=== ram_access_ctrl ===
==> ram_access_ctrl/m1.png <==
Supply wires on this layer in gray. Cells faint in the background.
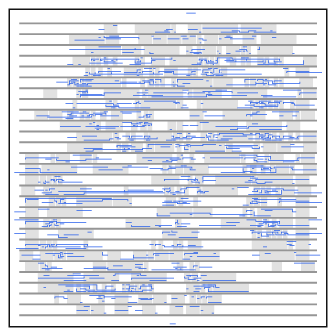

===== config.mk =====
export PLATFORM = sky130hd
export DESIGN_NAME = ram_access_ctrl
export DESIGN_NICKNAME = d
export VERILOG_FILES = /design/src/rtl/ram_access_ctrl.sv
export SDC_FILE = /design/constraint.sdc
export NUM_CORES = 1
export LEC_CHECK = 0
export ABC_AREA = 1
export CAP_MARGIN = 20
export CORE_MARGIN = 2
export CORE_UTILIZATION = 40
export DETAILED_ROUTE_END_ITERATION = 10
export PLACE_DENSITY = 0.83
export SETUP_SLACK_MARGIN = 0.15
export SLEW_MARGIN = 20
export SYNTH_ARGS = -nofsm -noshare
export SYNTH_HDL_FRONTEND = slang
export SYNTH_SLANG_ARGS = --single-unit
export TNS_END_PERCENT = 1

===== constraint.sdc =====
create_clock -name clk -period 3.9 [get_ports clk]
set_input_delay 0.585 -clock clk [delete_from_list [all_inputs] [get_ports clk]]
set_output_delay 0.585 -clock clk [all_outputs]
set_load 0.005 [all_outputs]

===== src/rtl/ram_access_ctrl.sv =====
`default_nettype none
// ============================================================================
// Module   : ram_access_ctrl
// Brief    : Clears a single-port RAM after reset, then serves one-at-a-time
//            write/read requests with a valid/ready response channel.
// Revision : 1.0
// ============================================================================
module ram_access_ctrl #(
    parameter int ADDRESS_MAX  = 16,
    parameter int ADDRESS_BITS = 4,
    parameter int DATA_WIDTH   = 16
) (
    input  logic                    clk,
    input  logic                    rst_n,
    input  logic                    req_valid,
    output logic                    req_ready,
    input  logic                    req_write,
    input  logic [ADDRESS_BITS-1:0] req_addr,
    input  logic [DATA_WIDTH-1:0]   req_wdata,
    output logic                    rsp_valid,
    input  logic                    rsp_ready,
    output logic [DATA_WIDTH-1:0]   rsp_data,
    output logic                    init_done,
    output logic                    write_memory,
    output logic                    read_memory,
    output logic [ADDRESS_BITS-1:0] address,
    output logic [DATA_WIDTH-1:0]   write_memory_data,
    input  logic [DATA_WIDTH-1:0]   read_memory_data
);

    // One spare counter bit so the clear sequence can reach ADDRESS_MAX
    // without ever wrapping the address.
    localparam int                 c_CNT_W    = ADDRESS_BITS + 1;
    localparam logic [c_CNT_W-1:0] c_INIT_END = c_CNT_W'(ADDRESS_MAX);

    localparam logic [2:0] c_ST_INIT  = 3'd0;
    localparam logic [2:0] c_ST_IDLE  = 3'd1;
    localparam logic [2:0] c_ST_WRITE = 3'd2;
    localparam logic [2:0] c_ST_READ  = 3'd3;
    localparam logic [2:0] c_ST_RWAIT = 3'd4;
    localparam logic [2:0] c_ST_RESP  = 3'd5;

    logic [2:0]              r_state;
    logic [2:0]              w_state_nxt;
    logic [c_CNT_W-1:0]      r_init_cnt;
    logic [c_CNT_W-1:0]      w_init_cnt_nxt;

    logic                    r_req_ready;
    logic                    r_rsp_valid;
    logic [DATA_WIDTH-1:0]   r_rsp_data;
    logic                    r_init_done;
    logic                    r_write_memory;
    logic                    r_read_memory;
    logic [ADDRESS_BITS-1:0] r_address;
    logic [DATA_WIDTH-1:0]   r_write_memory_data;

    logic                    w_req_ready_nxt;
    logic                    w_rsp_valid_nxt;
    logic [DATA_WIDTH-1:0]   w_rsp_data_nxt;
    logic                    w_init_done_nxt;
    logic                    w_write_memory_nxt;
    logic                    w_read_memory_nxt;
    logic [ADDRESS_BITS-1:0] w_address_nxt;
    logic [DATA_WIDTH-1:0]   w_write_memory_data_nxt;

    logic                    w_req_fire;
    logic                    w_rsp_fire;

    assign w_req_fire = (r_state == c_ST_IDLE) && req_valid;
    assign w_rsp_fire = r_rsp_valid && rsp_ready;

    // State register
    always_ff @(posedge clk or negedge rst_n) begin
        if (!rst_n) begin
            r_state <= c_ST_INIT;
        end else begin
            r_state <= w_state_nxt;
        end
    end

    // Next-state logic
    always_comb begin
        w_state_nxt = r_state;
        case (r_state)
            c_ST_INIT: begin
                if (r_init_cnt == c_INIT_END) begin
                    w_state_nxt = c_ST_IDLE;
                end
            end
            c_ST_IDLE: begin
                if (w_req_fire) begin
                    w_state_nxt = req_write ? c_ST_WRITE : c_ST_READ;
                end
            end
            c_ST_WRITE: w_state_nxt = c_ST_IDLE;
            c_ST_READ:  w_state_nxt = c_ST_RWAIT;
            c_ST_RWAIT: w_state_nxt = c_ST_RESP;
            c_ST_RESP: begin
                if (w_rsp_fire) begin
                    w_state_nxt = c_ST_IDLE;
                end
            end
            default:    w_state_nxt = c_ST_INIT;
        endcase
    end

    // Output logic: every output is a flop loaded with the value for the state
    // being entered, so reset clears them and the strobes stay glitch-free.
    always_comb begin
        w_init_cnt_nxt          = r_init_cnt;
        w_req_ready_nxt         = (w_state_nxt == c_ST_IDLE);
        w_rsp_valid_nxt         = 1'b0;
        w_rsp_data_nxt          = r_rsp_data;
        w_init_done_nxt         = r_init_done;
        w_write_memory_nxt      = 1'b0;
        w_read_memory_nxt       = 1'b0;
        w_address_nxt           = r_address;
        w_write_memory_data_nxt = r_write_memory_data;
        case (r_state)
            c_ST_INIT: begin
                if (r_init_cnt == c_INIT_END) begin
                    w_init_done_nxt = 1'b1;
                end else begin
                    w_write_memory_nxt      = 1'b1;
                    w_address_nxt           = r_init_cnt[ADDRESS_BITS-1:0];
                    w_write_memory_data_nxt = '0;
                    w_init_cnt_nxt          = r_init_cnt + 1'b1;
                end
            end
            c_ST_IDLE: begin
                if (w_req_fire) begin
                    w_address_nxt = req_addr;
                    if (req_write) begin
                        w_write_memory_nxt      = 1'b1;
                        w_write_memory_data_nxt = req_wdata;
                    end else begin
                        w_read_memory_nxt = 1'b1;
                    end
                end
            end
            c_ST_RWAIT: begin
                w_rsp_data_nxt = read_memory_data;
            end
            c_ST_RESP: begin
                // First RESP cycle raises rsp_valid; it then holds until taken.
                w_rsp_valid_nxt = !w_rsp_fire;
            end
            default: begin
                w_rsp_valid_nxt = 1'b0;
            end
        endcase
    end

    always_ff @(posedge clk or negedge rst_n) begin
        if (!rst_n) begin
            r_init_cnt          <= '0;
            r_req_ready         <= 1'b0;
            r_rsp_valid         <= 1'b0;
            r_rsp_data          <= '0;
            r_init_done         <= 1'b0;
            r_write_memory      <= 1'b0;
            r_read_memory       <= 1'b0;
            r_address           <= '0;
            r_write_memory_data <= '0;
        end else begin
            r_init_cnt          <= w_init_cnt_nxt;
            r_req_ready         <= w_req_ready_nxt;
            r_rsp_valid         <= w_rsp_valid_nxt;
            r_rsp_data          <= w_rsp_data_nxt;
            r_init_done         <= w_init_done_nxt;
            r_write_memory      <= w_write_memory_nxt;
            r_read_memory       <= w_read_memory_nxt;
            r_address           <= w_address_nxt;
            r_write_memory_data <= w_write_memory_data_nxt;
        end
    end

    assign req_ready         = r_req_ready;
    assign rsp_valid         = r_rsp_valid;
    assign rsp_data          = r_rsp_data;
    assign init_done         = r_init_done;
    assign write_memory      = r_write_memory;
    assign read_memory       = r_read_memory;
    assign address           = r_address;
    assign write_memory_data = r_write_memory_data;

    a_strobe_excl: assert property (@(posedge clk) disable iff (!rst_n)
        !(write_memory && read_memory));

endmodule
`default_nettype wire


=== video_regs_bank ===
`src/rtl/video_regs_pkg.sv`:
```
// Register map, reset values and decode helpers shared by the video register bank.
// Pure definitions: no state, no latency, no flow control.
package video_regs_pkg;

  localparam logic [7:0] A_BORDER  = 8'h00;
  localparam logic [7:0] A_ZBORDER = 8'h01;
  localparam logic [7:0] A_VPAGE   = 8'h02;
  localparam logic [7:0] A_ZVPAGE  = 8'h03;
  localparam logic [7:0] A_VCONF   = 8'h04;
  localparam logic [7:0] A_PALSEL  = 8'h05;
  localparam logic [7:0] A_TSCONF  = 8'h06;
  localparam logic [7:0] A_TMPAGE  = 8'h07;
  localparam logic [7:0] A_SGPAGE  = 8'h08;
  localparam logic [7:0] A_HINT    = 8'h09;
  localparam logic [7:0] A_VINT_L  = 8'h0A;
  localparam logic [7:0] A_VINT_H  = 8'h0B;
  localparam logic [7:0] A_CTRL    = 8'h0C;
  localparam logic [7:0] A_GX_L    = 8'h10;
  localparam logic [7:0] A_GX_H    = 8'h11;
  localparam logic [7:0] A_GY_L    = 8'h12;
  localparam logic [7:0] A_GY_H    = 8'h13;
  localparam logic [7:0] A_TX_BASE = 8'h20;
  localparam logic [7:0] A_TG_BASE = 8'h40;

  localparam logic [7:0] RST_VPAGE  = 8'h05;
  localparam logic [7:0] RST_PALSEL = 8'h0F;
  localparam logic [7:0] RST_HINT   = 8'h01;

  typedef enum logic {CLS_IMM, CLS_LINE} latch_cls_t;

  // Layer index for the 0x20..0x3F scroll block (4 regs per layer) or the 0x40.. page block.
  function automatic logic [2:0] addr_layer(input logic [7:0] a);
    return (a[7:5] == A_TX_BASE[7:5]) ? a[4:2] : a[2:0];
  endfunction

  function automatic latch_cls_t addr_class(input logic [7:0] a);
    if (a == A_VPAGE || a == A_VCONF || a == A_PALSEL || a == A_GX_H) return CLS_LINE;
    if (a[7:5] == A_TX_BASE[7:5] && a[1:0] == 2'd1) return CLS_LINE;
    if (a[7:3] == A_TG_BASE[7:3]) return CLS_LINE;
    return CLS_IMM;
  endfunction

endpackage

```
`src/rtl/video_vint_seq.sv`:
```
// Raster-interrupt line sequencer: vint_beg advances by inc modulo LINES on each int_start.
// Registered, 1-cycle update; never stalls, a same-cycle write takes priority over the step.
module video_vint_seq #(
  parameter int VINT_W = 9,
  parameter int LINES  = 320
) (
  input  logic              clk,
  input  logic              res_n,
  input  logic              i_wr_l,
  input  logic              i_wr_h,
  input  logic [7:0]        i_d,
  input  logic              i_int_start,
  output logic [VINT_W-1:0] o_vint_beg
);

  localparam logic [VINT_W:0] L_LINES = (VINT_W+1)'(LINES);

  logic [VINT_W-1:0] r_vint;
  logic [3:0]        r_inc;
  logic [VINT_W:0]   w_sum;
  logic [VINT_W:0]   w_wrap;

  assign w_sum  = {1'b0, r_vint} + {{(VINT_W-3){1'b0}}, r_inc};
  assign w_wrap = (w_sum >= L_LINES) ? (w_sum - L_LINES) : w_sum;

  always_ff @(posedge clk or negedge res_n) begin
    if (!res_n) begin
      r_vint <= '0;
      r_inc  <= '0;
    end else if (i_wr_l) begin
      r_vint[7:0] <= i_d;
    end else if (i_wr_h) begin
      r_vint[VINT_W-1:8] <= (VINT_W-8)'(i_d[0]);
      r_inc              <= i_d[7:4];
    end else if (i_int_start) begin
      r_vint <= w_wrap[VINT_W-1:0];
    end
  end

  assign o_vint_beg = r_vint;

endmodule

```
`src/rtl/video_regs_bank.sv`:
```
// Video register bank: port writes -> immediate regs (1 cycle) or line shadows copied on line_start_s.
// No backpressure; hold suppresses shadow transfer for tear-free multi-register updates.
module video_regs_bank
  import video_regs_pkg::*;
#(
  parameter int NLAYERS = 2,
  parameter int OFFS_W  = 9,
  parameter int VINT_W  = 9,
  parameter int LINES   = 320
) (
  input  logic                      clk,
  input  logic                      res_n,
  input  logic                      wr,
  input  logic [7:0]                addr,
  input  logic [7:0]                d,
  input  logic                      line_start_s,
  input  logic                      int_start,
  output logic [7:0]                border,
  output logic [7:0]                vpage,
  output logic [7:0]                vconf,
  output logic [7:0]                palsel,
  output logic [7:0]                tsconf,
  output logic [7:0]                tmpage,
  output logic [7:0]                sgpage,
  output logic [7:0]                hint_beg,
  output logic [OFFS_W-1:0]         gx_offs,
  output logic [OFFS_W-1:0]         gy_offs,
  output logic [NLAYERS*OFFS_W-1:0] tx_offs,
  output logic [NLAYERS*OFFS_W-1:0] ty_offs,
  output logic [NLAYERS*8-1:0]      tgpage,
  output logic [VINT_W-1:0]         vint_beg,
  output logic                      upd_pend
);

  localparam logic [3:0] NL = 4'(NLAYERS);

  logic [7:0]        r_border, r_tsconf, r_tmpage, r_sgpage, r_hint;
  logic [OFFS_W-1:0] r_gy;
  logic [OFFS_W-1:0] r_ty [NLAYERS];
  logic [7:0]        r_stage;
  logic              r_hold;
  logic              r_pend;

  logic [7:0]        r_vpage_sh, r_vconf_sh, r_palsel_sh;
  logic [OFFS_W-1:0] r_gx_sh;
  logic [OFFS_W-1:0] r_tx_sh [NLAYERS];
  logic [7:0]        r_tg_sh [NLAYERS];

  logic [7:0]        r_vpage, r_vconf, r_palsel;
  logic [OFFS_W-1:0] r_gx;
  logic [OFFS_W-1:0] r_tx [NLAYERS];
  logic [7:0]        r_tg [NLAYERS];

  logic [2:0]        w_layer;
  logic              w_layer_ok, w_lay_wr, w_tg_wr, w_line_wr, w_xfer, w_zv;
  logic [7:0]        w_zv_val;
  logic [OFFS_W-1:0] w_commit;

  assign w_layer    = addr_layer(addr);
  assign w_layer_ok = ({1'b0, w_layer} < NL);
  assign w_lay_wr   = wr && (addr[7:5] == A_TX_BASE[7:5]) && w_layer_ok;
  assign w_tg_wr    = wr && (addr[7:3] == A_TG_BASE[7:3]) && w_layer_ok;
  assign w_line_wr  = (addr_class(addr) == CLS_LINE) &&
                      (w_lay_wr || w_tg_wr || (wr && addr[7:5] == 3'b000));
  assign w_xfer     = line_start_s && !r_hold;
  assign w_zv       = wr && (addr == A_ZVPAGE);
  assign w_zv_val   = {6'b000001, d[3], 1'b1};
  // High byte pairs with the retained stage byte so a high-only write reuses the last low.
  assign w_commit   = {d[OFFS_W-9:0], r_stage};

  always_ff @(posedge clk or negedge res_n) begin
    if (!res_n) begin
      r_border <= '0;
      r_tsconf <= '0;
      r_tmpage <= '0;
      r_sgpage <= '0;
      r_hint   <= RST_HINT;
      r_gy     <= '0;
      r_stage  <= '0;
      r_hold   <= 1'b0;
      for (int i = 0; i < NLAYERS; i++) r_ty[i] <= '0;
    end else if (wr) begin
      case (addr)
        A_BORDER:  r_border <= d;
        A_ZBORDER: r_border <= {5'b11110, d[2:0]};
        A_TSCONF:  r_tsconf <= d;
        A_TMPAGE:  r_tmpage <= d;
        A_SGPAGE:  r_sgpage <= d;
        A_HINT:    r_hint   <= d;
        A_CTRL:    r_hold   <= d[0];
        A_GY_H:    r_gy     <= w_commit;
        default:   ;
      endcase
      if (addr == A_GX_L || addr == A_GY_L || (w_lay_wr && !addr[0])) r_stage <= d;
      for (int i = 0; i < NLAYERS; i++) begin
        if (w_lay_wr && w_layer == 3'(i) && addr[1:0] == 2'd3) r_ty[i] <= w_commit;
      end
    end
  end

  always_ff @(posedge clk or negedge res_n) begin
    if (!res_n) begin
      r_vpage_sh  <= RST_VPAGE;
      r_vconf_sh  <= '0;
      r_palsel_sh <= RST_PALSEL;
      r_gx_sh     <= '0;
      for (int i = 0; i < NLAYERS; i++) begin
        r_tx_sh[i] <= '0;
        r_tg_sh[i] <= '0;
      end
    end else if (wr) begin
      case (addr)
        A_VPAGE:  r_vpage_sh  <= d;
        A_ZVPAGE: r_vpage_sh  <= w_zv_val;
        A_VCONF:  r_vconf_sh  <= d;
        A_PALSEL: r_palsel_sh <= d;
        A_GX_H:   r_gx_sh     <= w_commit;
        default:  ;
      endcase
      for (int i = 0; i < NLAYERS; i++) begin
        if (w_lay_wr && w_layer == 3'(i) && addr[1:0] == 2'd1) r_tx_sh[i] <= w_commit;
        if (w_tg_wr && w_layer == 3'(i)) r_tg_sh[i] <= d;
      end
    end
  end

  // Transfer samples the pre-write shadows; zvpage overrides the transferred vpage.
  always_ff @(posedge clk or negedge res_n) begin
    if (!res_n) begin
      r_vpage  <= RST_VPAGE;
      r_vconf  <= '0;
      r_palsel <= RST_PALSEL;
      r_gx     <= '0;
      for (int i = 0; i < NLAYERS; i++) begin
        r_tx[i] <= '0;
        r_tg[i] <= '0;
      end
    end else begin
      if (w_xfer) begin
        r_vpage  <= r_vpage_sh;
        r_vconf  <= r_vconf_sh;
        r_palsel <= r_palsel_sh;
        r_gx     <= r_gx_sh;
        for (int i = 0; i < NLAYERS; i++) begin
          r_tx[i] <= r_tx_sh[i];
          r_tg[i] <= r_tg_sh[i];
        end
      end
      if (w_zv) r_vpage <= w_zv_val;
    end
  end

  always_ff @(posedge clk or negedge res_n) begin
    if (!res_n)         r_pend <= 1'b0;
    else if (w_line_wr) r_pend <= 1'b1;
    else if (w_xfer)    r_pend <= 1'b0;
  end

  video_vint_seq #(
    .VINT_W (VINT_W),
    .LINES  (LINES)
  ) u_vint (
    .clk         (clk),
    .res_n       (res_n),
    .i_wr_l      (wr && addr == A_VINT_L),
    .i_wr_h      (wr && addr == A_VINT_H),
    .i_d         (d),
    .i_int_start (int_start),
    .o_vint_beg  (vint_beg)
  );

  for (genvar g = 0; g < NLAYERS; g++) begin : g_lay
    assign tx_offs[g*OFFS_W +: OFFS_W] = r_tx[g];
    assign ty_offs[g*OFFS_W +: OFFS_W] = r_ty[g];
    assign tgpage[g*8 +: 8]            = r_tg[g];
  end

  assign border   = r_border;
  assign vpage    = r_vpage;
  assign vconf    = r_vconf;
  assign palsel   = r_palsel;
  assign tsconf   = r_tsconf;
  assign tmpage   = r_tmpage;
  assign sgpage   = r_sgpage;
  assign hint_beg = r_hint;
  assign gx_offs  = r_gx;
  assign gy_offs  = r_gy;
  assign upd_pend = r_pend;

endmodule

```
`config.mk`:
```
export PLATFORM = sky130hd
export DESIGN_NAME = video_regs_bank
export DESIGN_NICKNAME = d
export VERILOG_FILES = /design/src/rtl/video_regs_pkg.sv /design/src/rtl/video_vint_seq.sv /design/src/rtl/video_regs_bank.sv
export SDC_FILE = /design/constraint.sdc
export NUM_CORES = 1
export LEC_CHECK = 0
export ABC_AREA = 1
export CAP_MARGIN = 0
export CORE_UTILIZATION = 46
export DETAILED_ROUTE_END_ITERATION = 6
export GPL_TIMING_DRIVEN = 0
export PLACE_DENSITY_LB_ADDON = 0.08
export SYNTH_ARGS = -nofsm -noshare
export SYNTH_HDL_FRONTEND = slang
export SYNTH_SLANG_ARGS = --single-unit
```
`constraint.sdc`:
```
create_clock -name clk -period 2.2 [get_ports clk]
set_input_delay 0.44 -clock clk [delete_from_list [all_inputs] [get_ports clk]]
set_output_delay 0.44 -clock clk [all_outputs]
set_load 0.02 [all_outputs]
```
==> ram_access_ctrl/clock_wires.png <==
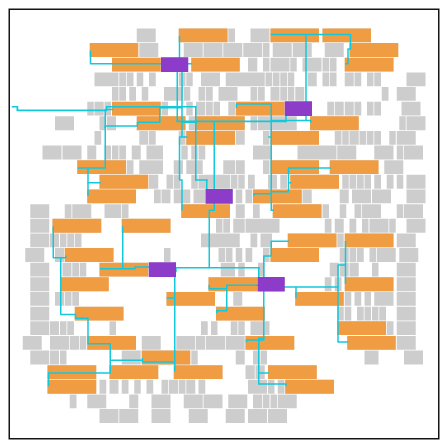
legend:
  flip-flops:
    color: orange
    count: 49
  clock-net drivers:
    color: purple
    count: 5
  clock wires:
    color: cyan
    length: 547 µm
flops lie: widely spread
routed clock nets: 6
clock network power share: 12.9%
Clock group: 0.280 mW
clock skew: 0.00237 ns

## Picture notes: ram_access_ctrl/m1.png
longest straight run: 26.2 µm
nets with wire on the layer: 343
Final Routed Wirelength: 4980 µm
via count: 1,977
met1 Track Usage GR: 20.8%

==> impl_metrics.env, ram_access_ctrl <==
# physical design summary
export IMPL_syn_avg_cell_area_um2=8.39
export IMPL_fillers=492
export IMPL_clock_buffers=8
export IMPL_drcViolationCount=0
export IMPL_maxSlewViolCount=0
export IMPL_postSynthSeqShare_pct=53.8
export IMPL_synthMuxAreaShare_pct=0
export IMPL_wire_per_inst_um=11.7
export IMPL_top_cell_area_share_pct=53.8
export IMPL_num_nonclk_inverters=33
export IMPL_flops=49
export IMPL_pin_count=82
export IMPL_clk_pin_slew_ns=0.08
export IMPL_fin_crit_ns=1.87
export IMPL_synthAoiAreaFrac_pct=3.02
export IMPL_fa_ha_area_share_pct=1.10
export IMPL_tightest_slew_ns=0.765
export IMPL_ff2ff_path_depth=7
export IMPL_critical_path_buf_inv_count=2
export IMPL_finalClockPeriodUsage_pct=47.9
export IMPL_rr_endpoint="address[3]$_DFFE_PN0P_"
export IMPL_synth_edff_count=0
export IMPL_syn_area_um2=2280
export IMPL_ys_cells=272
export IMPL_topCellsByArea="dfrtp_1 (54%), nand2_1 (16%), nand3_1 (8.1%)"
export IMPL_crit_top_cell="nand2_1"
export IMPL_dieHeight_um=79.5
export IMPL_peakVddDrop_uv=287
export IMPL_buffer_area_share_pct=25.2
export IMPL_grt_setup_unrepaired="no"
export IMPL_lay_top_count="nand2_1"
export IMPL_crit_path_max_incr_delay_ns=0.84
export IMPL_nWellTaps=72
export IMPL_nets=394
export IMPL_dominant_cells="flip-flops and latches"
export IMPL_drv_cap=0
export IMPL_fin_setup_tns_ns=0
export IMPL_comb_cells=181
export IMPL_synthXorXnorAreaFrac_pct=1.15
export IMPL_clkCellAreaFrac_pct=2.50
export IMPL_reg2reg_from="r_state[2]$_DFF_PN0_"
export IMPL_dpl_cell_area_um2=3120
export IMPL_synth_warning_count=0
export IMPL_finalSetupViolations=0
export IMPL_critPathKind="reg2reg"
export IMPL_synthDistinctLibCells=22
export IMPL_antenna_found_initial=0
export IMPL_logic_family="simple AND/OR/NAND/NOR gates"
export IMPL_setup_ws_ns=2.03
export IMPL_dr_first_iter_drc_count=94
export IMPL_vias_per_cell=4.66
export IMPL_postCtsHoldBufs=0
export IMPL_synthFlopType="dfrtp_1"
export IMPL_rows=27
export IMPL_synth_dominant_cell_count="nand2_1"
export IMPL_status="complete, no violations"
export IMPL_fp_util_pct=41.4
export IMPL_crit_cells=7
export IMPL_reg2reg_slack_ns=2.03
export IMPL_areaGrowthSynthToFinish_pct=40.4
export IMPL_drtPass1Iterations=5
export IMPL_path_max_fanout=23
-- ram_access_ctrl: where the power goes --
part	total, mW	internal [mW]	switching, mW
Combinational	1.04	0.502	0.539
Sequential	0.851	0.702	0.149
Clock	0.280	0.128	0.152
Total	2.17	1.33	0.840
-- ram_access_ctrl: metal layers --
metal	track usage [%]	up-vias	wire length [µm]
li1	-	988	-
met1	20.8	911	2160
met2	28.2	74	2430
met3	5.20	4	368
met4	3.97	0	27
met5	0	-	0
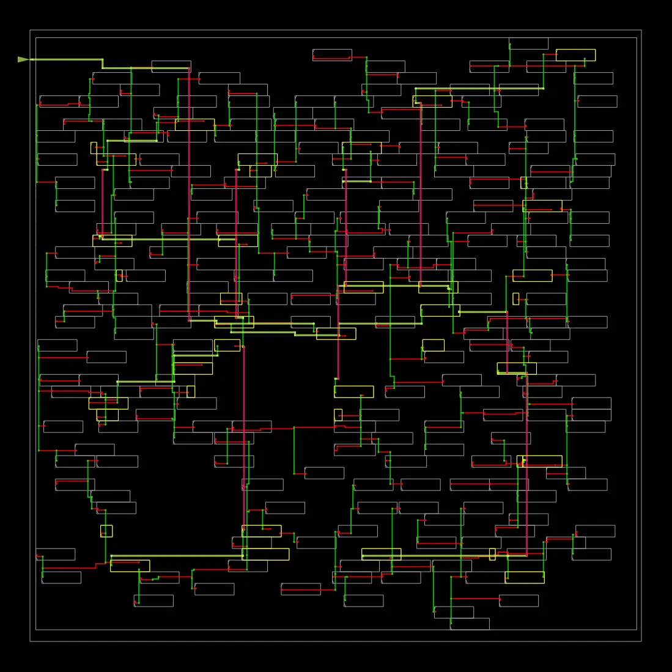
(video_regs_bank/clock_nets.png)
CLK BUF: 34
CTS buffer count: 24
TritonCTS Sinks: 224
clock latency on the worst-skew pair: 0.52 ns

==> impl_metrics.env, video_regs_bank <==
# physical design summary
export IMPL_log_warning_count=30
export IMPL_synth_dominant_cell_count="nand2_1"
export IMPL_p_leak_nw=5.85
export IMPL_synthAoiAreaFrac_pct=9.91
export IMPL_dp_cells=1428
export IMPL_fin_crit_ns=2.38
export IMPL_violations="setup timing"
export IMPL_hold_path_class="in2reg"
export IMPL_fillers=1714
export IMPL_syn_area_um2=9180
export IMPL_setup_ws_ns=-0.178
export IMPL_finalSetupViolations=2
export IMPL_arrival_ns=2.78
export IMPL_postCtsHoldBufs=1
export IMPL_buffer_area_share_pct=16.3
export IMPL_ys_chip_area_um2=9180
export IMPL_synthXorXnorAreaFrac_pct=0
export IMPL_synthTopCellsByCount="nand2_1 (405), dfrtp_1 (211), o21ai_0 (138), inv_1 (61), nand3_1 (37)"
export IMPL_simple_gate_area_share_pct=22.5
export IMPL_reg2reg_slack_ns=-0.18
export IMPL_hold_worst_slack_ns=0.334
export IMPL_status="complete, but fails checks"
==> video_regs_bank: sequential cells by signal, indices dropped and copies added (netlist names), 9 cells and up <==
name,flops
r_tx_sh,18
tx_offs,18
ty_offs,18
r_tg_sh,16
tgpage,16
gx_offs,9
gy_offs,9
r_gx_sh,9
u_vint.o_vint_beg,9
==> video_regs_bank: metal layers <==
metal	vias to the layer above	part of all wire, %	global-route usage, %
li1	3606	-	-
met1	3511	46	36.2
met2	231	45	38.2
met3	26	7.6	6.04
met4	0	1.8	5.60
met5	-	0	0

==> layout pictures side by side <==
Cell classes on the final placement.
(a)
Scale bar: 50 µm.
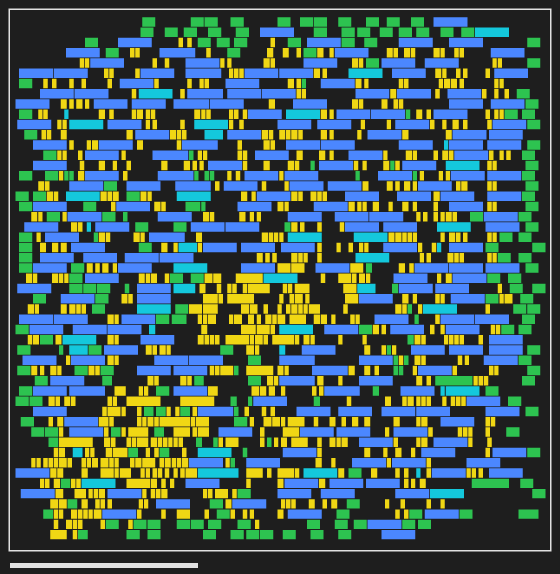
(b)
Scale bar: 20 µm.
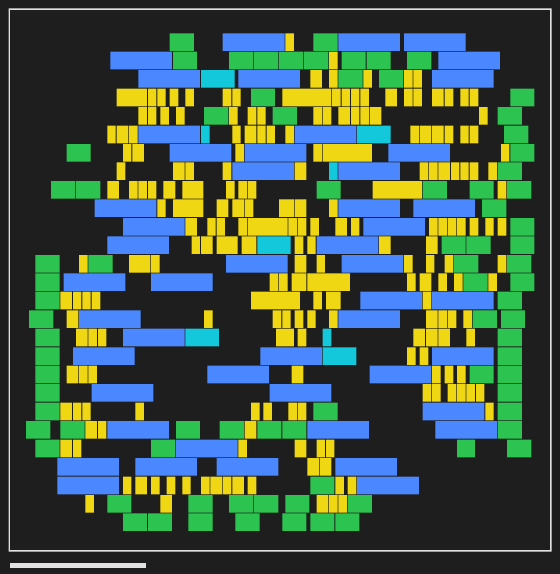
The one with the most cells is (a).
(b) comes from ram_access_ctrl.
(a) comes from video_regs_bank.



==> layout pictures side by side <==
Sizing map.
panel A
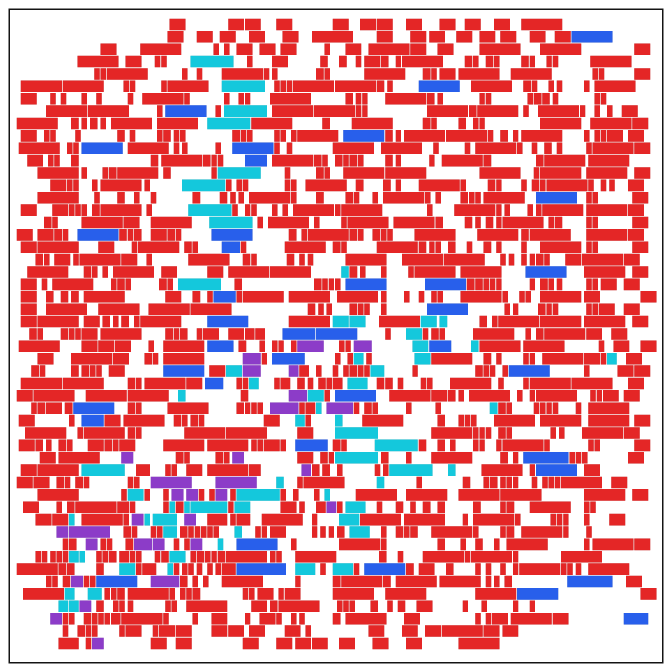
panel B
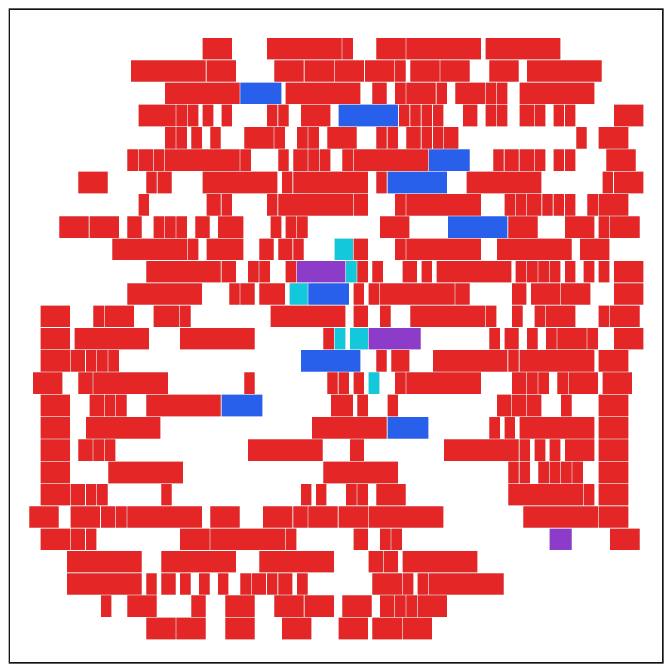
ram_access_ctrl -> panel B
video_regs_bank -> panel A

Key to panel A:
legend:
  x6 and larger:
    color: blue
    cells: 38
    share: 3.1%
  x1 and smaller:
    color: red
    cells: 1,083
    share: 89%
  x3 and x4:
    color: purple
    cells: 30
    share: 2.5%
  x2:
    color: cyan
    cells: 65
    share: 5.3%

Power figures rest on the tool's default switching activity, not on a simulated workload.
